# ---- block 1 ----
### The clock network, block 1

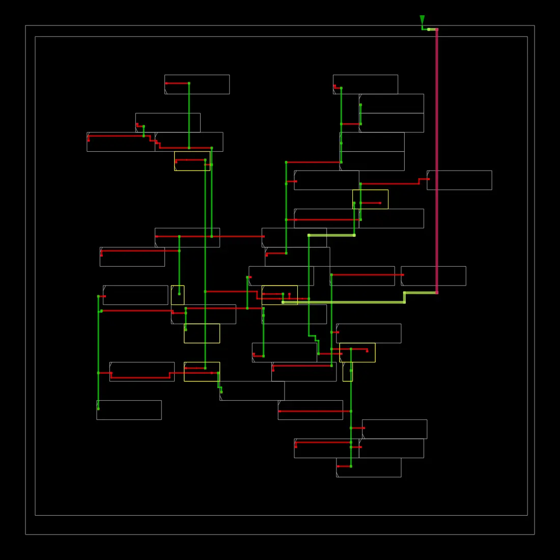

===== config.mk =====
export PLATFORM = sky130hd
export DESIGN_NAME = hazard_fwd_ctrl
export DESIGN_NICKNAME = d
export VERILOG_FILES = /design/src/rtl/hazard_fwd_ctrl.sv
export SDC_FILE = /design/constraint.sdc
export NUM_CORES = 1
export LEC_CHECK = 0
export CORE_UTILIZATION = 30
export DETAILED_ROUTE_END_ITERATION = 6
export GPL_TIMING_DRIVEN = 0
export HOLD_SLACK_MARGIN = 0.1
export PLACE_DENSITY = 0.55
export SLEW_MARGIN = 0
export SYNTH_ARGS = -nofsm -noshare
export SYNTH_HDL_FRONTEND = slang
export SYNTH_SLANG_ARGS = --single-unit

===== constraint.sdc =====
create_clock -name clk -period 2.2 [get_ports clk]
set_input_delay 0.66 -clock clk [delete_from_list [all_inputs] [get_ports clk]]
set_output_delay 0.66 -clock clk [all_outputs]
set_load 0.005 [all_outputs]

===== src/rtl/hazard_fwd_ctrl.sv =====
// EX-stage operand forwarding and load-use stall control for a 5-stage RV32I core.
// Optional HAZARD_STALL_CNT_EN adds a saturating stall_cnt output.
module hazard_fwd_ctrl #(
    parameter int REG_AW = 5,
    parameter int CNT_W  = 16
) (
    input  logic              clk,
    input  logic              rst_n,
    input  logic              id_valid,
    input  logic [REG_AW-1:0] id_rs1,
    input  logic [REG_AW-1:0] id_rs2,
    input  logic              id_use_rs1,
    input  logic              id_use_rs2,
    input  logic [REG_AW-1:0] id_rd,
    input  logic              id_rd_we,
    input  logic              id_is_load,
    input  logic              flush,
    output logic              stall,
    output logic [1:0]        fwd_a_sel,
    output logic [1:0]        fwd_b_sel
`ifdef HAZARD_STALL_CNT_EN
    ,
    output logic [CNT_W-1:0]  stall_cnt
`endif
);

    logic              ex_valid, ex_we, ex_is_load, ex_use_rs1, ex_use_rs2;
    logic [REG_AW-1:0] ex_rd, ex_rs1, ex_rs2;
    logic              mem_valid, mem_we, mem_is_load;
    logic [REG_AW-1:0] mem_rd;
    logic              wb_valid, wb_we, wb_is_load;
    logic [REG_AW-1:0] wb_rd;
    logic              ins_bubble;

    // A load still in EX cannot be forwarded yet; hold ID for one cycle.
    assign stall = !flush && id_valid && ex_valid && ex_we && ex_is_load &&
                   (ex_rd != '0) &&
                   ((id_use_rs1 && (id_rs1 == ex_rd)) ||
                    (id_use_rs2 && (id_rs2 == ex_rd)));

    assign ins_bubble = flush || stall || !id_valid;

    function automatic logic [1:0] fwd_sel(
        input logic              use_rs,
        input logic [REG_AW-1:0] rs,
        input logic              mv,
        input logic              mw,
        input logic [REG_AW-1:0] mrd,
        input logic              wv,
        input logic              ww,
        input logic [REG_AW-1:0] wrd
    );
        if (use_rs && mv && mw && (mrd != '0) && (mrd == rs))
            return 2'b01;
        else if (use_rs && wv && ww && (wrd != '0) && (wrd == rs))
            return 2'b10;
        return 2'b00;
    endfunction

    assign fwd_a_sel = ex_valid ? fwd_sel(ex_use_rs1, ex_rs1, mem_valid, mem_we, mem_rd,
                                          wb_valid, wb_we, wb_rd) : 2'b00;
    assign fwd_b_sel = ex_valid ? fwd_sel(ex_use_rs2, ex_rs2, mem_valid, mem_we, mem_rd,
                                          wb_valid, wb_we, wb_rd) : 2'b00;

    always_ff @(posedge clk or negedge rst_n) begin
        if (!rst_n) begin
            ex_valid    <= 1'b0;
            ex_we       <= 1'b0;
            ex_is_load  <= 1'b0;
            ex_use_rs1  <= 1'b0;
            ex_use_rs2  <= 1'b0;
            ex_rd       <= '0;
            ex_rs1      <= '0;
            ex_rs2      <= '0;
            mem_valid   <= 1'b0;
            mem_we      <= 1'b0;
            mem_is_load <= 1'b0;
            mem_rd      <= '0;
            wb_valid    <= 1'b0;
            wb_we       <= 1'b0;
            wb_is_load  <= 1'b0;
            wb_rd       <= '0;
        end else begin
            wb_valid    <= mem_valid;
            wb_we       <= mem_we;
            wb_is_load  <= mem_is_load;
            wb_rd       <= mem_rd;
            mem_valid   <= ex_valid;
            mem_we      <= ex_we;
            mem_is_load <= ex_is_load;
            mem_rd      <= ex_rd;
            if (ins_bubble) begin
                ex_valid   <= 1'b0;
                ex_we      <= 1'b0;
                ex_is_load <= 1'b0;
                ex_use_rs1 <= 1'b0;
                ex_use_rs2 <= 1'b0;
                ex_rd      <= '0;
                ex_rs1     <= '0;
                ex_rs2     <= '0;
            end else begin
                ex_valid   <= 1'b1;
                ex_we      <= id_rd_we;
                ex_is_load <= id_is_load;
                ex_use_rs1 <= id_use_rs1;
                ex_use_rs2 <= id_use_rs2;
                ex_rd      <= id_rd;
                ex_rs1     <= id_rs1;
                ex_rs2     <= id_rs2;
            end
        end
    end

`ifdef HAZARD_STALL_CNT_EN
    always_ff @(posedge clk or negedge rst_n) begin
        if (!rst_n)
            stall_cnt <= '0;
        else if (stall && (stall_cnt != {CNT_W{1'b1}}))
            stall_cnt <= stall_cnt + 1'b1;
    end

    logic unused_bits;
    assign unused_bits = wb_is_load;
`else
    // WB load flag is architectural state with no consumer in this block.
    logic [CNT_W:0] unused_bits;
    assign unused_bits = {wb_is_load, {CNT_W{1'b0}}};
`endif

endmodule


# ---- block 2 ----
<file path="config.mk">
export PLATFORM = sky130hd
export DESIGN_NAME = keypad_password_entry
export DESIGN_NICKNAME = d
export VERILOG_FILES = /design/src/rtl/keypad_password_entry.sv
export SDC_FILE = /design/constraint.sdc
export NUM_CORES = 1
export LEC_CHECK = 0
export CORE_AREA = 5 5 89 91
export CTS_BUF_LIST = sky130_fd_sc_hd__clkbuf_4 sky130_fd_sc_hd__clkbuf_8
export CTS_CLUSTER_DIAMETER = 150
export DETAILED_ROUTE_END_ITERATION = 12
export DIE_AREA = 0 0 94 96
export MAX_ROUTING_LAYER = met4
export PLACE_DENSITY = 0.83
export SYNTH_ARGS = -nofsm -noshare
export SYNTH_HDL_FRONTEND = slang
export SYNTH_SLANG_ARGS = --single-unit
</file>
<file path="constraint.sdc">
create_clock -name clk -period 8.7 [get_ports clk]
set_input_delay 1.305 -clock clk [delete_from_list [all_inputs] [get_ports clk]]
set_output_delay 1.305 -clock clk [all_outputs]
set_load 0.1 [all_outputs]
</file>
<file path="src/rtl/keypad_password_entry.sv">
// keypad_password_entry
//   Scans a 4x4 active-low matrix keypad, debounces key presses over whole
//   scan frames and assembles up to four decimal digits for the safe-box
//   password display and comparator.
//
// Ports
//   clk, rst_n   : 50 MHz clock, asynchronous active-low reset
//   row_in[3:0]  : keypad rows, active-low, asynchronous to clk
//   col_out[3:0] : keypad column drive, active-low one-hot
//   p0..p3[3:0]  : entered digits, p0 newest, p3 oldest
//   digit_cnt    : number of valid digits held (0..4)
//   show_digits  : 1 = show digits, 0 = show dashes
//   key_code     : code of the last accepted key
//   key_strobe   : one-cycle pulse per accepted key press
//   entry_valid  : one-cycle pulse on ENTER (F) with four digits held
//
// Handshake: key_strobe and entry_valid are single-cycle valid pulses with no
// ready/back-pressure; the consumer must sample them on the cycle they are
// high. key_code is stable while key_strobe is high, and p0..p3 hold the
// completed entry while entry_valid is high.
module keypad_password_entry #(
  parameter int SCAN_DIV       = 50000,
  parameter int DEBOUNCE_SCANS = 4
) (
  input  logic       clk,
  input  logic       rst_n,
  input  logic [3:0] row_in,
  output logic [3:0] col_out,
  output logic [3:0] p0,
  output logic [3:0] p1,
  output logic [3:0] p2,
  output logic [3:0] p3,
  output logic [2:0] digit_cnt,
  output logic       show_digits,
  output logic [3:0] key_code,
  output logic       key_strobe,
  output logic       entry_valid
);

  localparam int               DIV_W    = (SCAN_DIV > 1) ? $clog2(SCAN_DIV) : 1;
  localparam logic [DIV_W-1:0] DIV_LAST = DIV_W'(SCAN_DIV - 1);
  localparam logic [3:0]       DEB_N    = 4'(DEBOUNCE_SCANS);

  typedef enum logic [1:0] {IDLE, CAND, PRESSED} state_t;

  // Row synchroniser (idle-high so reset looks like "no key").
  logic [3:0] row_meta, row_sync;
  always_ff @(posedge clk or negedge rst_n) begin
    if (!rst_n) begin
      row_meta <= 4'hF;
      row_sync <= 4'hF;
    end else begin
      row_meta <= row_in;
      row_sync <= row_meta;
    end
  end

  // Column scan: col_last marks the sampling cycle of the current column.
  logic [DIV_W-1:0] div_cnt;
  logic [1:0]       col_idx;
  logic             col_last, frame_end;

  assign col_last  = (div_cnt == DIV_LAST);
  assign frame_end = col_last && (col_idx == 2'd3);
  assign col_out   = ~(4'b0001 << col_idx);

  always_ff @(posedge clk or negedge rst_n) begin
    if (!rst_n) begin
      div_cnt <= '0;
      col_idx <= 2'd0;
    end else if (col_last) begin
      div_cnt <= '0;
      col_idx <= col_idx + 2'd1;
    end else begin
      div_cnt <= div_cnt + 1'b1;
    end
  end

  function automatic logic [3:0] key_map(input logic [1:0] r, input logic [1:0] c);
    logic [3:0] k;
    case ({r, c})
      4'h0: k = 4'h1;  4'h1: k = 4'h2;  4'h2: k = 4'h3;  4'h3: k = 4'hA;
      4'h4: k = 4'h4;  4'h5: k = 4'h5;  4'h6: k = 4'h6;  4'h7: k = 4'hB;
      4'h8: k = 4'h7;  4'h9: k = 4'h8;  4'hA: k = 4'h9;  4'hB: k = 4'hC;
      4'hC: k = 4'hE;  4'hD: k = 4'h0;  4'hE: k = 4'hF;  default: k = 4'hD;
    endcase
    return k;
  endfunction

  // Hits in the current column: 0, 1, or 2 meaning "two or more".
  logic [1:0] col_hits, hit_row;
  always_comb begin
    col_hits = 2'd0;
    hit_row  = 2'd0;
    case (~row_sync)
      4'b0000: col_hits = 2'd0;
      4'b0001: begin col_hits = 2'd1; hit_row = 2'd0; end
      4'b0010: begin col_hits = 2'd1; hit_row = 2'd1; end
      4'b0100: begin col_hits = 2'd1; hit_row = 2'd2; end
      4'b1000: begin col_hits = 2'd1; hit_row = 2'd3; end
      default: col_hits = 2'd2;
    endcase
  end

  // Frame accumulator. frame_hits/frame_code include the column being
  // sampled right now, so on frame_end they describe the complete frame.
  logic [1:0] acc_hits, frame_hits;
  logic [3:0] acc_code, frame_code;
  logic [2:0] hit_sum;

  always_comb begin
    hit_sum    = {1'b0, acc_hits} + {1'b0, col_hits};
    frame_hits = (hit_sum >= 3'd2) ? 2'd2 : hit_sum[1:0];
    frame_code = (acc_hits == 2'd0) ? key_map(hit_row, col_idx) : acc_code;
  end

  always_ff @(posedge clk or negedge rst_n) begin
    if (!rst_n) begin
      acc_hits <= 2'd0;
      acc_code <= 4'h0;
    end else if (col_last) begin
      if (col_idx == 2'd3) begin
        acc_hits <= 2'd0;
        acc_code <= 4'h0;
      end else begin
        acc_hits <= frame_hits;
        acc_code <= frame_code;
      end
    end
  end

  // Debounce FSM, advanced only on frame_end.
  state_t     state, state_next;
  logic [3:0] cand, cand_next, stable, stable_next, rel, rel_next;
  logic       accept;

  always_comb begin
    state_next  = state;
    cand_next   = cand;
    stable_next = stable;
    rel_next    = rel;
    accept      = 1'b0;
    if (frame_end) begin
      case (state)
        IDLE: begin
          if (frame_hits == 2'd1) begin
            cand_next   = frame_code;
            stable_next = 4'd1;
            rel_next    = 4'd0;
            if (DEB_N == 4'd1) begin
              state_next = PRESSED;
              accept     = 1'b1;
            end else begin
              state_next = CAND;
            end
          end
        end
        CAND: begin
          if (frame_hits == 2'd1 && frame_code == cand) begin
            stable_next = stable + 4'd1;
            if (stable_next == DEB_N) begin
              state_next = PRESSED;
              rel_next   = 4'd0;
              accept     = 1'b1;
            end
          end else if (frame_hits == 2'd1) begin
            cand_next   = frame_code;
            stable_next = 4'd1;
          end else begin
            state_next = IDLE;
          end
        end
        PRESSED: begin
          if (frame_hits == 2'd0) begin
            rel_next = rel + 4'd1;
            if (rel_next == DEB_N) state_next = IDLE;
          end else begin
            rel_next = 4'd0;
          end
        end
        default: state_next = IDLE;
      endcase
    end
  end

  always_ff @(posedge clk or negedge rst_n) begin
    if (!rst_n) begin
      state      <= IDLE;
      cand       <= 4'h0;
      stable     <= 4'd0;
      rel        <= 4'd0;
      key_strobe <= 1'b0;
      key_code   <= 4'h0;
    end else begin
      state      <= state_next;
      cand       <= cand_next;
      stable     <= stable_next;
      rel        <= rel_next;
      key_strobe <= accept;
      if (accept) key_code <= cand_next;
    end
  end

  // Entry buffer. Acts on the key_strobe cycle; an ENTER pulse clears the
  // buffer one cycle later so the comparator sees the entry with the pulse.
  always_ff @(posedge clk or negedge rst_n) begin
    if (!rst_n) begin
      p0          <= 4'h0;
      p1          <= 4'h0;
      p2          <= 4'h0;
      p3          <= 4'h0;
      digit_cnt   <= 3'd0;
      show_digits <= 1'b0;
      entry_valid <= 1'b0;
    end else begin
      entry_valid <= 1'b0;
      if (entry_valid) begin
        p0        <= 4'h0;
        p1        <= 4'h0;
        p2        <= 4'h0;
        p3        <= 4'h0;
        digit_cnt <= 3'd0;
      end else if (key_strobe) begin
        if (key_code <= 4'd9) begin
          if (digit_cnt < 3'd4) begin
            p3        <= p2;
            p2        <= p1;
            p1        <= p0;
            p0        <= key_code;
            digit_cnt <= digit_cnt + 3'd1;
          end
        end else begin
          case (key_code)
            4'hA: begin
              p0        <= 4'h0;
              p1        <= 4'h0;
              p2        <= 4'h0;
              p3        <= 4'h0;
              digit_cnt <= 3'd0;
            end
            4'hB: begin
              p0 <= p1;
              p1 <= p2;
              p2 <= p3;
              p3 <= 4'h0;
              if (digit_cnt != 3'd0) digit_cnt <= digit_cnt - 3'd1;
            end
            4'hC: show_digits <= ~show_digits;
            4'hF: if (digit_cnt == 3'd4) entry_valid <= 1'b1;
            default: ;
          endcase
        end
      end
    end
  end

endmodule

</file>
# ---- block 3 ----
`src/rtl/mem_arb_pkg.sv`:
```
// Shared definitions for the memory port arbiter: FSM states, requester
// indices and the requester count.
package mem_arb_pkg;

  localparam int NPORTS = 3;

  localparam int PORT_DATA  = 0;
  localparam int PORT_FETCH = 1;
  localparam int PORT_DBG   = 2;

  typedef enum logic [1:0] {
    IDLE   = 2'd0,
    ACCESS = 2'd1,
    WAIT   = 2'd2,
    DONE   = 2'd3
  } arbState_t;

endpackage

```
`src/rtl/mem_arb_pick.sv`:
```
// Combinational winner select: fixed priority 0 > 1 > 2, except that the
// debug port wins outright once it has lost MAX_WAIT arbitrations in a row.
module mem_arb_pick
  import mem_arb_pkg::*;
#(
  parameter int MAX_WAIT = 8,
  parameter int AGE_W    = 8
) (
  input  logic [NPORTS-1:0] req_i,
  input  logic [AGE_W-1:0]  age_i,
  output logic [NPORTS-1:0] winner_o,
  output logic              valid_o
);

  logic ageExpired;

  assign ageExpired = (age_i == AGE_W'(MAX_WAIT));

  always_comb begin
    winner_o = '0;
    valid_o  = |req_i;
    if (req_i[PORT_DBG] && ageExpired) begin
      winner_o[PORT_DBG] = 1'b1;
    end else if (req_i[PORT_DATA]) begin
      winner_o[PORT_DATA] = 1'b1;
    end else if (req_i[PORT_FETCH]) begin
      winner_o[PORT_FETCH] = 1'b1;
    end else if (req_i[PORT_DBG]) begin
      winner_o[PORT_DBG] = 1'b1;
    end
  end

endmodule

```
`src/rtl/mem_port_arbiter.sv`:
```
// Shares the single-port memory between data (0), fetch (1) and debug (2)
// requesters; one access at a time, read data routed back to its owner.
module mem_port_arbiter
  import mem_arb_pkg::*;
#(
  parameter int ADDR_W   = 16,
  parameter int DATA_W   = 16,
  parameter int RD_LAT   = 1,
  parameter int MAX_WAIT = 8
) (
  input  logic              clock_i,
  input  logic              reset_i,
  input  logic [2:0]        req_i,
  input  logic [2:0]        we_i,
  input  logic [ADDR_W-1:0] addr0_i,
  input  logic [ADDR_W-1:0] addr1_i,
  input  logic [ADDR_W-1:0] addr2_i,
  input  logic [DATA_W-1:0] wdata0_i,
  input  logic [DATA_W-1:0] wdata1_i,
  input  logic [DATA_W-1:0] wdata2_i,
  output logic [2:0]        gnt_o,
  output logic [2:0]        rvalid_o,
  output logic [DATA_W-1:0] rdata_o,
  output logic              busy_o,
  output logic              mem_en_o,
  output logic              mem_we_o,
  output logic [ADDR_W-1:0] mem_addr_o,
  output logic [DATA_W-1:0] mem_wdata_o,
  input  logic [DATA_W-1:0] mem_rdata_i
);

  localparam int AGE_W = 8;
  localparam int CNT_W = 3;

  arbState_t         state_q, state_d;
  logic [AGE_W-1:0]  age_q, age_d;
  logic [CNT_W-1:0]  rdCnt_q, rdCnt_d;
  logic [2:0]        owner_q, owner_d;
  logic              latWe_q, latWe_d;
  logic [2:0]        gnt_q, gnt_d;
  logic [2:0]        rvalid_q, rvalid_d;
  logic [DATA_W-1:0] rdata_q, rdata_d;
  logic              busy_q, busy_d;
  logic              memEn_q, memEn_d;
  logic              memWe_q, memWe_d;
  logic [ADDR_W-1:0] memAddr_q, memAddr_d;
  logic [DATA_W-1:0] memWdata_q, memWdata_d;

  logic [2:0]        winner;
  logic              winValid;
  logic              selWe;
  logic [ADDR_W-1:0] selAddr;
  logic [DATA_W-1:0] selWdata;

  mem_arb_pick #(
    .MAX_WAIT (MAX_WAIT),
    .AGE_W    (AGE_W)
  ) u_pick (
    .req_i    (req_i),
    .age_i    (age_q),
    .winner_o (winner),
    .valid_o  (winValid)
  );

  always_comb begin
    selWe    = 1'b0;
    selAddr  = '0;
    selWdata = '0;
    if (winner[PORT_DATA]) begin
      selWe    = we_i[PORT_DATA];
      selAddr  = addr0_i;
      selWdata = wdata0_i;
    end else if (winner[PORT_FETCH]) begin
      selWe    = we_i[PORT_FETCH];
      selAddr  = addr1_i;
      selWdata = wdata1_i;
    end else if (winner[PORT_DBG]) begin
      selWe    = we_i[PORT_DBG];
      selAddr  = addr2_i;
      selWdata = wdata2_i;
    end
  end

  // mem_addr/mem_wdata double as the latched transaction, so they simply hold
  // after the access; only mem_en/mem_we are confined to the ACCESS cycle.
  always_comb begin
    state_d    = state_q;
    age_d      = age_q;
    rdCnt_d    = rdCnt_q;
    owner_d    = owner_q;
    latWe_d    = latWe_q;
    gnt_d      = '0;
    rvalid_d   = '0;
    rdata_d    = rdata_q;
    memEn_d    = 1'b0;
    memWe_d    = 1'b0;
    memAddr_d  = memAddr_q;
    memWdata_d = memWdata_q;

    case (state_q)
      IDLE: begin
        if (winValid) begin
          owner_d    = winner;
          latWe_d    = selWe;
          gnt_d      = winner;
          memEn_d    = 1'b1;
          memWe_d    = selWe;
          memAddr_d  = selAddr;
          memWdata_d = selWdata;
          state_d    = ACCESS;
          if (req_i[PORT_DBG] && !winner[PORT_DBG]) begin
            age_d = (age_q == AGE_W'(MAX_WAIT)) ? age_q : age_q + AGE_W'(1);
          end else begin
            age_d = '0;
          end
        end
      end
      ACCESS: begin
        if (latWe_q) begin
          state_d = DONE;
        end else begin
          state_d = WAIT;
          rdCnt_d = CNT_W'(RD_LAT);
        end
      end
      WAIT: begin
        if (rdCnt_q == CNT_W'(1)) begin
          rdata_d  = mem_rdata_i;
          rvalid_d = owner_q;
          rdCnt_d  = '0;
          state_d  = DONE;
        end else begin
          rdCnt_d = rdCnt_q - CNT_W'(1);
        end
      end
      DONE: begin
        state_d = IDLE;
      end
      default: begin
        state_d = IDLE;
      end
    endcase

    busy_d = (state_d != IDLE);
  end

  always_ff @(posedge clock_i) begin
    if (reset_i) begin
      state_q    <= IDLE;
      age_q      <= '0;
      rdCnt_q    <= '0;
      owner_q    <= '0;
      latWe_q    <= 1'b0;
      gnt_q      <= '0;
      rvalid_q   <= '0;
      rdata_q    <= '0;
      busy_q     <= 1'b0;
      memEn_q    <= 1'b0;
      memWe_q    <= 1'b0;
      memAddr_q  <= '0;
      memWdata_q <= '0;
    end else begin
      state_q    <= state_d;
      age_q      <= age_d;
      rdCnt_q    <= rdCnt_d;
      owner_q    <= owner_d;
      latWe_q    <= latWe_d;
      gnt_q      <= gnt_d;
      rvalid_q   <= rvalid_d;
      rdata_q    <= rdata_d;
      busy_q     <= busy_d;
      memEn_q    <= memEn_d;
      memWe_q    <= memWe_d;
      memAddr_q  <= memAddr_d;
      memWdata_q <= memWdata_d;
    end
  end

  assign gnt_o       = gnt_q;
  assign rvalid_o    = rvalid_q;
  assign rdata_o     = rdata_q;
  assign busy_o      = busy_q;
  assign mem_en_o    = memEn_q;
  assign mem_we_o    = memWe_q;
  assign mem_addr_o  = memAddr_q;
  assign mem_wdata_o = memWdata_q;

endmodule

```
`config.mk`:
```
export PLATFORM = sky130hd
export DESIGN_NAME = mem_port_arbiter
export DESIGN_NICKNAME = d
export VERILOG_FILES = /design/src/rtl/mem_arb_pkg.sv /design/src/rtl/mem_arb_pick.sv /design/src/rtl/mem_port_arbiter.sv
export SDC_FILE = /design/constraint.sdc
export NUM_CORES = 1
export LEC_CHECK = 0
export ABC_AREA = 1
export CAP_MARGIN = 20
export CORE_UTILIZATION = 25
export CTS_BUF_LIST = sky130_fd_sc_hd__clkbuf_16
export DETAILED_ROUTE_END_ITERATION = 6
export SYNTH_ARGS = -nofsm -noshare
export SYNTH_HDL_FRONTEND = slang
export SYNTH_SLANG_ARGS = --single-unit
```
`constraint.sdc`:
```
create_clock -name clock_i -period 1.31 [get_ports clock_i]
set_input_delay 0.131 -clock clock_i [delete_from_list [all_inputs] [get_ports clock_i]]
set_output_delay 0.131 -clock clock_i [all_outputs]
set_load 0.01 [all_outputs]
```
# ---- block 4 ----
[config.mk]
export PLATFORM = sky130hd
export DESIGN_NAME = decode_branch_ctrl
export DESIGN_NICKNAME = d
export VERILOG_FILES = /design/src/rtl/decode_pkg.sv /design/src/rtl/decode_branch_ctrl_hazard.sv /design/src/rtl/decode_branch_ctrl.sv
export SDC_FILE = /design/constraint.sdc
export NUM_CORES = 1
export LEC_CHECK = 0
export CAP_MARGIN = 10
export CORE_MARGIN = 1.5
export CORE_UTILIZATION = 42
export DETAILED_ROUTE_END_ITERATION = 16
export GPL_ROUTABILITY_DRIVEN = 0
export PLACE_DENSITY = 0.89
export SYNTH_ARGS = -nofsm -noshare
export SYNTH_HDL_FRONTEND = slang
export SYNTH_SLANG_ARGS = --single-unit
export TNS_END_PERCENT = 1
[constraint.sdc]
create_clock -name clk -period 3.4 [get_ports clk]
set_clock_uncertainty 0.1 [all_clocks]
set_input_delay 0.34 -clock clk [delete_from_list [all_inputs] [get_ports clk]]
set_output_delay 0.34 -clock clk [all_outputs]
set_load 0.02 [all_outputs]
[src/rtl/decode_pkg.sv]
// Shared decode definitions: instruction layout, opcodes, FSM states and branch target helper.
package decode_pkg;

   localparam int REG_W   = 4;
   localparam int INSTR_W = 32;
   localparam int IMM_W   = 16;

   typedef enum logic [3:0] {
      OP_NOP = 4'h0,
      OP_ALU = 4'h1,
      OP_LD  = 4'h2,
      OP_ST  = 4'h3,
      OP_B   = 4'h8,
      OP_BEQ = 4'h9,
      OP_BNE = 4'hA
   } opcode_e;

   typedef struct packed {
      opcode_e            opc;
      logic [REG_W-1:0]   rd;
      logic [REG_W-1:0]   rs1;
      logic [REG_W-1:0]   rs2;
      logic [IMM_W-1:0]   imm;
   } instr_t;

   localparam logic [INSTR_W-1:0] NOP = 32'h0000_0000;

   typedef enum logic [0:0] {
      ST_RUN    = 1'b0,
      ST_SQUASH = 1'b1
   } state_e;

   // Word-offset immediate, sign-extended; wraps silently at 32 bits.
   function automatic logic [INSTR_W-1:0] branch_target(input logic [INSTR_W-1:0] pc,
                                                         input logic [IMM_W-1:0]   imm);
      return pc + {{(INSTR_W-IMM_W-2){imm[IMM_W-1]}}, imm, 2'b00};
   endfunction

endpackage

[src/rtl/decode_branch_ctrl_hazard.sv]
// Load-use detector: flags an ID instruction reading the register a load in EX is still producing.
module hazard_detect_unit
   import decode_pkg::*;
(
   input  logic             id_valid_i,
   input  logic             ex_is_load_i,
   input  logic [REG_W-1:0] ex_rd_i,
   input  logic [REG_W-1:0] rs1_addr_i,
   input  logic [REG_W-1:0] rs2_addr_i,
   output logic             hazard_o
);

   assign hazard_o = id_valid_i && ex_is_load_i &&
                     ((ex_rd_i == rs1_addr_i) || (ex_rd_i == rs2_addr_i));

endmodule

[src/rtl/decode_branch_ctrl.sv]
// IF/ID register with branch resolution, fetch stall control and wrong-path squashing.
// en/branchFlag/branchAddr are combinational; everything toward EX is registered (1 cycle).
module decode_branch_ctrl
   import decode_pkg::*;
#(
   parameter int SQUASH_CYCLES = 0
)(
   input  logic               clk,
   input  logic               rst,
   input  logic [INSTR_W-1:0] instruction,
   input  logic [INSTR_W-1:0] pc,
   input  logic               ex_stall,
   input  logic               ex_is_load,
   input  logic [REG_W-1:0]   ex_rd,
   input  logic [INSTR_W-1:0] rs1_data,
   input  logic [INSTR_W-1:0] rs2_data,
   output logic [REG_W-1:0]   rs1_addr,
   output logic [REG_W-1:0]   rs2_addr,
   output logic               en,
   output logic               branchFlag,
   output logic [INSTR_W-1:0] branchAddr,
   output logic               id_valid,
   output logic [INSTR_W-1:0] id_instruction,
   output logic [INSTR_W-1:0] id_pc
);

   localparam int              CNT_W   = (SQUASH_CYCLES < 2) ? 1 : $clog2(SQUASH_CYCLES + 1);
   localparam logic [CNT_W-1:0] SQ_LOAD = CNT_W'(SQUASH_CYCLES);

   state_e             state_q, state_d;
   logic [CNT_W-1:0]   cnt_q, cnt_d;
   instr_t             id_instr_q, id_instr_d;
   logic [INSTR_W-1:0] id_pc_q, id_pc_d;
   logic               id_valid_q, id_valid_d;

   logic               hazard;
   logic               cond_met;
   logic               taken;
   logic               advance;

   hazard_detect_unit u_hazard (
      .id_valid_i   (id_valid_q),
      .ex_is_load_i (ex_is_load),
      .ex_rd_i      (ex_rd),
      .rs1_addr_i   (id_instr_q.rs1),
      .rs2_addr_i   (id_instr_q.rs2),
      .hazard_o     (hazard)
   );

   always_comb begin
      cond_met = 1'b0;
      case (id_instr_q.opc)
         OP_B:    cond_met = 1'b1;
         OP_BEQ:  cond_met = (rs1_data == rs2_data);
         OP_BNE:  cond_met = (rs1_data != rs2_data);
         default: cond_met = 1'b0;
      endcase
   end

   // No branch may resolve while wrong-path slots are still draining.
   assign taken   = id_valid_q && (state_q == ST_RUN) && cond_met;
   assign advance = rst && !ex_stall && !hazard;

   assign en         = advance;
   assign branchFlag = advance && taken;
   assign branchAddr = branchFlag ? branch_target(id_pc_q, id_instr_q.imm) : '0;

   always_comb begin
      state_d    = state_q;
      cnt_d      = cnt_q;
      id_instr_d = id_instr_q;
      id_pc_d    = id_pc_q;
      id_valid_d = id_valid_q;
      if (!ex_stall && !hazard) begin
         if (taken) begin
            // The instruction fetched alongside the redirect is on the wrong path.
            id_instr_d = instr_t'(NOP);
            id_pc_d    = pc;
            id_valid_d = 1'b0;
            if (SQUASH_CYCLES > 0) begin
               state_d = ST_SQUASH;
               cnt_d   = SQ_LOAD;
            end
         end else if (state_q == ST_SQUASH) begin
            id_instr_d = instr_t'(instruction);
            id_pc_d    = pc;
            id_valid_d = 1'b0;
            cnt_d      = cnt_q - 1'b1;
            if (cnt_q == CNT_W'(1)) begin
               state_d = ST_RUN;
            end
         end else begin
            id_instr_d = instr_t'(instruction);
            id_pc_d    = pc;
            id_valid_d = 1'b1;
         end
      end
   end

   always_ff @(posedge clk or negedge rst) begin
      if (!rst) begin
         state_q    <= ST_RUN;
         cnt_q      <= '0;
         id_instr_q <= instr_t'(NOP);
         id_pc_q    <= '0;
         id_valid_q <= 1'b0;
      end else begin
         state_q    <= state_d;
         cnt_q      <= cnt_d;
         id_instr_q <= id_instr_d;
         id_pc_q    <= id_pc_d;
         id_valid_q <= id_valid_d;
      end
   end

   assign rs1_addr       = id_instr_q.rs1;
   assign rs2_addr       = id_instr_q.rs2;
   assign id_valid       = id_valid_q;
   assign id_instruction = id_instr_q;
   assign id_pc          = id_pc_q;

endmodule

## Gallery

Placed cells, one color a class.
shot_01.png
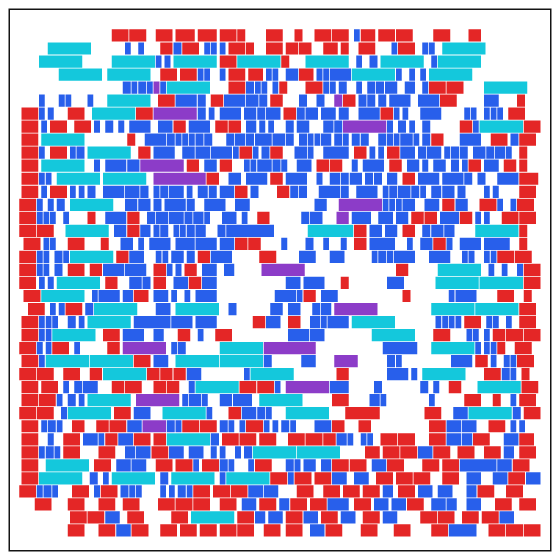
shot_02.png
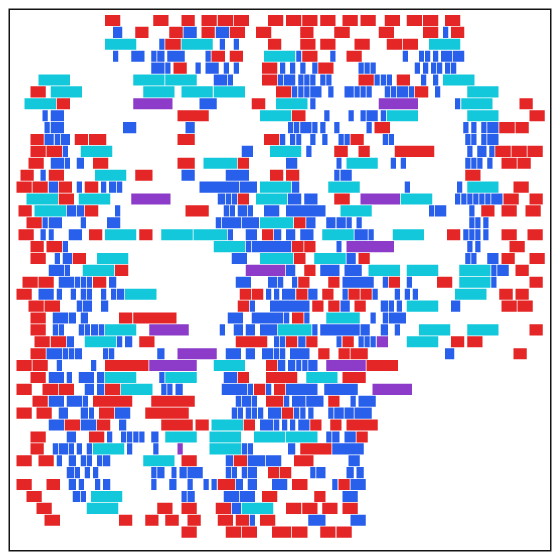
shot_03.png
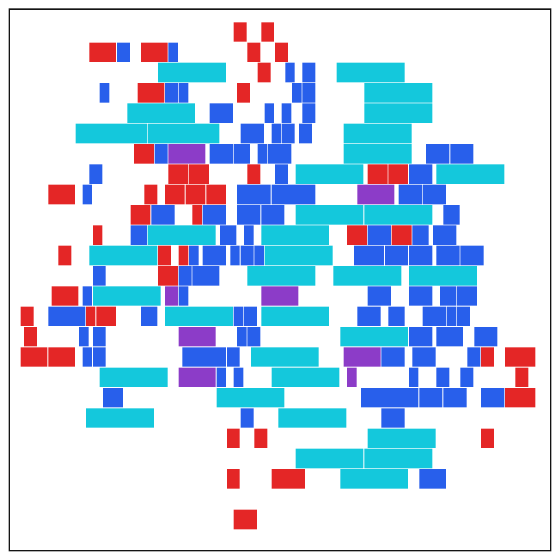
shot_04.png
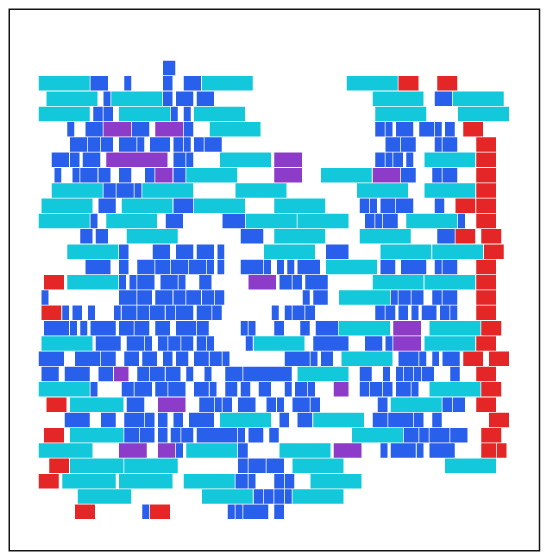
Block 2 is shot_04.png.
Block 1 is shot_03.png.
Block 3 is shot_02.png.
Block 4 is shot_01.png.
- fewest sequential cells: shot_03.png

Key to shot_02.png:
red -> remaining buffers and delay cells  # cells 241, share of their area 36%
cyan -> sequential cells  # cells 74, share of their area 22%
blue -> remaining logic cells  # cells 435, share of their area 37%
purple -> clock drivers and dummy loads  # cells 13, share of their area 4.4%

### Clock wires, drivers and flops, block 4

The bar under the picture is 20 um long.
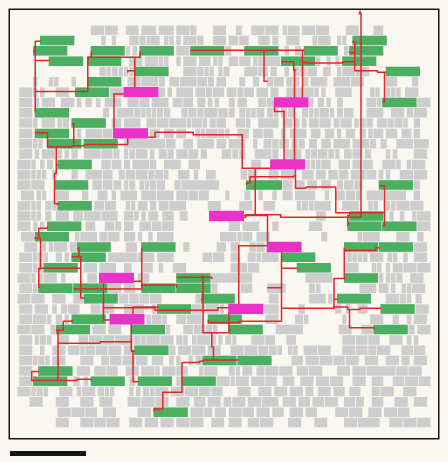
magenta -> clock-net drivers  # count 9
red -> clock wires  # length 1010 um
green -> flip-flops  # count 67
flops lie = all over the die
routed clock nets = 10
power in the clock group: 1.03 mW
Worst-Skew Late Latency: 330 ps
part of the power in the clock network: 0.253

==> impl_metrics.csv, block 4 <==
group,metric,value,unit
synthesis,postSynthNetCount,811,
outcome,violations,"setup timing",
global_routing,grt_first_pass_wirelength,29600,um
final_timing,setup_viol,1,
outcome,status,"finished with violations",
worst_setup_path,worstRegToRegCells,7,
finish,area_growth_from_synthesis_to_layout,66.7,%
finish,final_cell_mix,"clkdlybuf4s50_1 (208), nand2_1 (183), buf_4 (77)",
clocking,clk_pin_slew_worst_paths,60,ps
flow_run,stage_log_warnings,28,
finish,nFillCells,923,
synthesis,mux_share,0.00420,
synthesis,edf_count,0,
final_timing,post-route-worst-setup-slack,-22.6,ps
worst_setup_path,cpMaxStageDelayCell,"dfrtp_1",
placement,io_buffers,242,
synthesis,post-synth-top-area-fraction,0.331,
-- block 4: what timing repair did --
item                       CTS  global route
gates resized               61            62
pin swaps                    2             4
setup endpoints to repair   32            30
-- block 4: power breakdown --
group / leakage, nW / switching [mW] / internal, mW
logic: 2.81 / 1.07 / 0.970
registers: 0.822 / 0.108 / 0.910
clock network: 0.159 / 0.353 / 0.681
total: 3.79 / 1.53 / 2.56
-- block 4: through the flow --
step                instances  worst slack [ps]   util
floorplan                 645              32.8      -
global placement         1068              -540  0.698
detailed placement       1068              -605  0.698
CTS                      1084             -59.4  0.726
global route             1084              -136  0.730
finish                   1084             -22.6  0.730
### Metal layers overlaid, block 2

The bar under the picture is 20 um long. Only two layers are drawn.
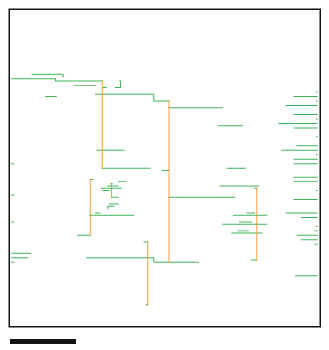
green -> M3  # wire length 428 um
orange -> M4  # wire length 137 um
number of vias after detailed routing: 2955
all-layer global routing usage: 0.194
total routed wirelength: 7760 um

==> impl_metrics.csv, block 2 <==
group,metric,value,unit
global_routing,grt_busiest_layer,"met2",
global_routing,grt_max_degree,73,
placement,io_buffers,35,
detailed_routing,m1WireLength,3470,um
min_path,holdPathEnd,"row_sync[1]$_DFF_PN1_",
worst_setup_path,path_buffers,3,
clocking,clock_sinks,72,
floorplanning,tap_cells,99,
clocking,clock.latency.late_pin,350,ps
placement,pre_cts_slack,5340,ps
power,power_switching_share,0.229,
final_timing,finalSetupTns,0,ps
detailed_routing,drcViolationCount,0,
clocking,cts-buffers-inserted,9,
min_path,holdCritStartpoint,"row_meta[1]$_DFF_PN1_",
detailed_routing,drt_iter0_drc,180,
finish,num-nonclk-buffers,36,
min_path,worstHoldPathCells,0,
worst_setup_path,regToRegStartpoint,"row_sync[3]$_DFF_PN1_",
worst_setup_path,r2r_end,"key_code[3]$_DFFE_PN0P_",
power,power.combinational.total,0.0221,mW
worst_setup_path,criticalPathCategory,"flop to primary output",
clocking,clock_path_buffers,2,
floorplanning,floorplan_die_width,94,um
detailed_routing,wl_per_cell,15.3,um
final_timing,timing.final.max_slew_violations,0,
outcome,status,"finished, final reports clean",
-- block 2: logic make-up (layout without fill, tap and decap cells) --
logic type,count (synthesis),in the layout,synth area share
adder cells (fa/ha/maj),15,15,0.0521
AND-OR/OR-AND,93,93,0.166
AND/OR/NAND/NOR,139,139,0.201
buffers and inverters,28,63,0.0304
flip-flops,72,72,0.483
XOR/XNOR,19,19,0.0444
multiplexers,8,8,0.0237
-- block 2: metrics by stage --
stage | util | hold slack [ps]
after detailed placement | 0.589 | 347
after CTS | 0.620 | 359
after global routing | 0.620 | 366
after global placement | 0.589 | 346
final | 0.620 | 358
after floorplan | - | 345
### Metal layers overlaid, block 3

The bar under the picture is 20 um long. Only two layers are drawn.
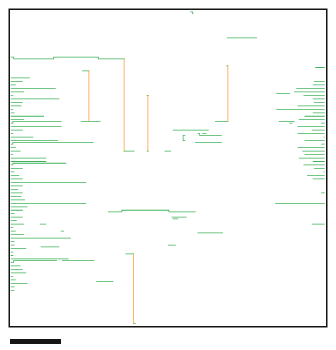
orange -> M4  # wire length 127 um
green -> M3  # wire length 906 um
total routed wirelength: 13800 um
routed length per instance: 14.6 um
all-layer global routing usage: 0.170

### Clock wires, drivers and flops, block 3

The bar under the picture is 20 um long.
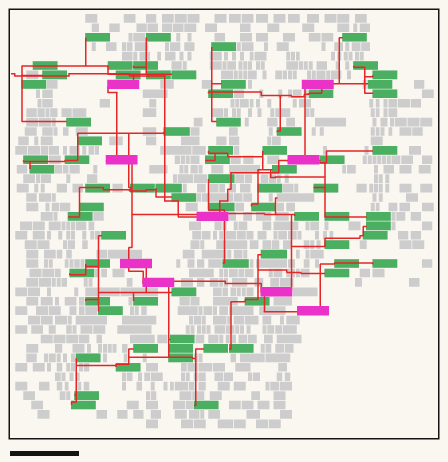
green -> flip-flops  # count 74
magenta -> clock-net drivers  # count 9
red -> clock wires  # length 1120 um
routed clock nets = 10
flops lie = all over the die
Final Skew: 6.44 ps
part of the power in the clock network: 0.293

==> impl_metrics.csv, block 3 <==
group,metric,value,unit
finish,dominant_cells,"non-clock buffers",
synthesis,top_area_cell,"dfxtp_1",
final_timing,setup_viol,63,
power,clockNetworkPower,2.55,mW
final_timing,post-route-worst-setup-slack,-204,ps
synthesis,postSynthRegisterBits,74,
worst_setup_path,r2r_setup_slack,-200,ps
detailed_routing,drcViolationCount,0,
finish,share_of_layout_cells_above_drive_strength_1,0.252,
placement,io_buffers,176,
synthesis,yosys_warnings,0,
worst_setup_path,criticalPathCategory,"flop to flop",
worst_setup_path,r2r_end,"mem_addr_o[8]$_SDFFE_PP0N_",
clocking,clock_path_buffers,2,
floorplanning,chip_height,123,um
floorplanning,chip_area,15200,um2
power,p_comb_frac,0.382,
placement,cell_area_after_placement,6000,um2
flow_run,stage_log_warnings,34,
detailed_routing,dr.pass1.iters,5,
finish,postLayoutCoreUtil,0.477,
outcome,status,"finished with violations",
finish,layout.comb_gates.multi_input,400,
worst_setup_path,critical_path.cell_chain,"inv_2, ha_4, nand2_2, inv_2, nand4_4, buf_8, nand2_8, buf_12, nand2_2, nand2_1, nor2_1, nor2_1",
final_timing,timing.final.max_slew_violations,0,
power,top_power_group,"combinational logic",
worst_setup_path,path_delay_family,"simple AND/OR/NAND/NOR gates",
synthesis,post_synth_ao_oa_area_fraction,0.106,
finish,antennaDiodeCount,0,
synthesis,top_cells_by_count,"nand2_1 (152), nor2_1 (108), dfxtp_1 (74)",
power,pwr-share-seq,0.326,
outcome,violations,"setup timing",
finish,logic_area,2300,um2
## block 3: timing repair
action / in CTS / in global routing
gates cloned: 4 / 5
pin swaps: 6 / 28
gates resized: 86 / 95
hold endpoints to repair: 0 / 0
setup buffers: 9 / 9
endpoints found under the setup margin: 120 / 69
## block 3: state kept, by name (all words and copies together) (netlist names), 2 cells and up
register     cells
age_q            8
gnt_o            3
mem_addr_o      16
mem_wdata_o     16
owner_q          3
rdCnt_q          3
rdata_o         16
rvalid_o         3
state_q          2
### Metal layers overlaid, block 1

The bar under the picture is 20 um long. Only two layers are drawn.
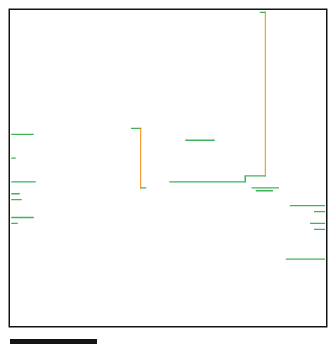
orange -> M4  # wire length 51.0 um
green -> M3  # wire length 88.1 um
total routed wirelength: 3440 um
routed length per instance: 13.6 um
number of vias after detailed routing: 1127
all-layer global routing usage: 0.150

About 'The clock network' of block 1:
number of clock-tree buffers in the layout: 7
sequential cell count: 34
Final Skew: 5.79 ps

==> impl_metrics.csv, block 1 <==
group,metric,value,unit
worst_setup_path,cp-endpoint,"fwd_a_sel[1]",
final_timing,report.final.hold_viol_count,0,
final_timing,setup_viol,4,
global_routing,grt_overflow_total,0,
clocking,clk_pin_slew_worst_paths,70,ps
synthesis,postSynthRegisterBits,34,
finish,final_net_count,208,
synthesis,postSynthNetCount,161,
detailed_routing,m1WireLength,1460,um
final_timing,finalSetupTns,-815,ps
floorplanning,tap_cells,67,
worst_setup_path,startpoint_type,"flop",
worst_setup_path,max_stage_delay,550,ps
floorplanning,chip_area,5230,um2
power,power.combinational.total,0.143,mW
clocking,cts-buffers-inserted,5,
detailed_routing,vias_per_cell,4.45,
floorplanning,floorplan.initialDensity,0.312,
detailed_routing,drcViolationCount,0,
final_timing,timing.final.max_slew_violations,0,
outcome,violations,"setup timing",
finish,mostFrequentLayoutCell,"dfrtp_1",
outcome,status,"finished with violations",
synthesis,post-synth-top-area-fraction,0.574,
final_timing,post-route-worst-setup-slack,-215,ps
finish,share_of_layout_cells_above_drive_strength_1,0.290,
synthesis,mappedNetlistArea,1480,um2
finish,postLayoutCoreUtil,0.424,
power,worst_ir_drop_vdd,253,uV
detailed_routing,final_antenna_net_count,0,
worst_setup_path,regToRegStartpoint,"ex_rd[0]$_DFF_PN0_",
worst_setup_path,worstRegToRegCells,11,
power,top_power_group,"sequential cells",
clocking,clock_sinks,34,
global_routing,grt_antenna_before_repair,0,
final_timing,hold-worst-slack,380,ps
power,power_switching_share,0.245,
block 1: critical path, delay by kind of cell (launching register included):
| family | cells | cell delay [ps] |
|---|---|---|
| buffers and inverters | 1 | 140 |
| AND/OR/NAND/NOR | 3 | 760 |
| flip-flops | 1 | 380 |
| AND-OR/OR-AND | 1 | 200 |
block 1: logic make-up after synthesis:
group | after synthesis | share of synthesized area
AND/OR/NAND/NOR | 44 | 0.143
flip-flops | 34 | 0.574
XOR/XNOR | 30 | 0.177
AND-OR/OR-AND | 24 | 0.0911
buffers and inverters | 6 | 0.0152


==> notes/layouts.md <==
Pictures saved along the way, in no particular order.

Power grid.
The bar under the picture is 20 um long. Pins as bars on the die edge. Tap cells in gray.
picture 1
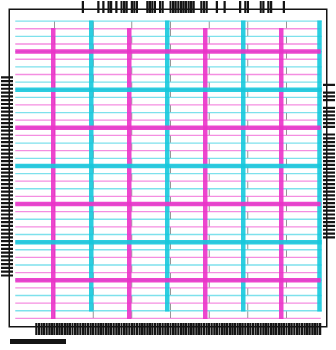
picture 2
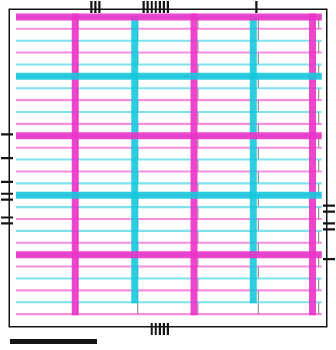
picture 3
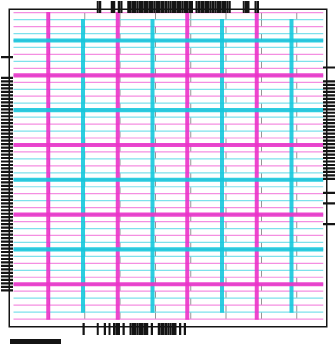
picture 4
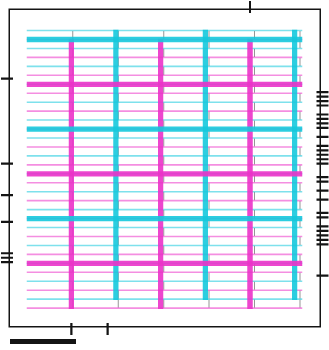
The one with the largest die is picture 3.
The one with the smallest die is picture 2.
| picture | from |
|---|---|
| picture 2 | block 1 |
| picture 3 | block 3 |
| picture 1 | block 4 |
| picture 4 | block 2 |


==> notes/layouts.md <==
Pictures saved along the way, in no particular order.

The clock network.
Plate I
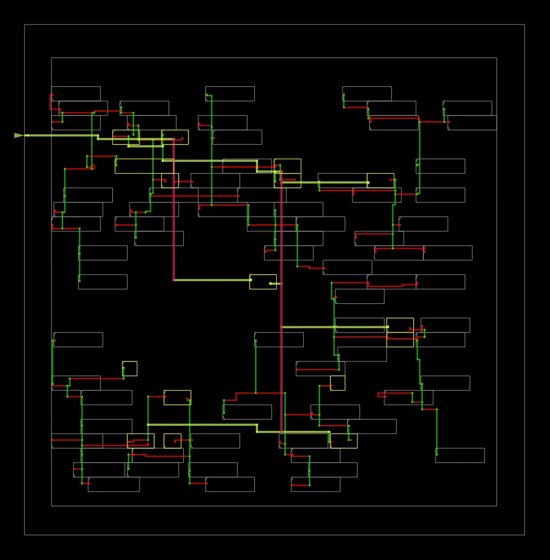
Plate II
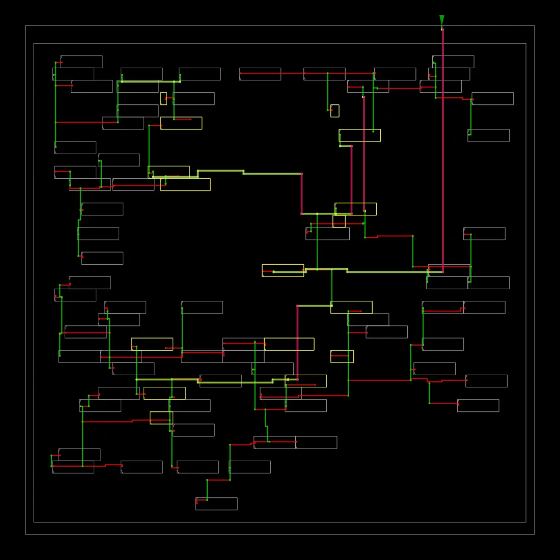
Plate III
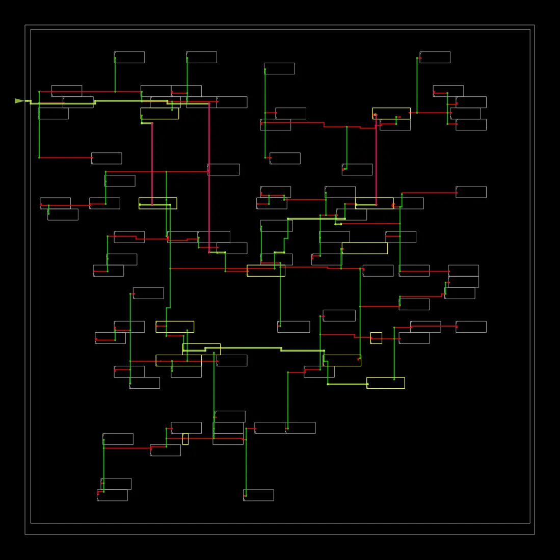
Plate III comes from block 3.
Plate II comes from block 4.
Plate I comes from block 2.

Power figures rest on the tool's default switching activity, not on a simulated workload.
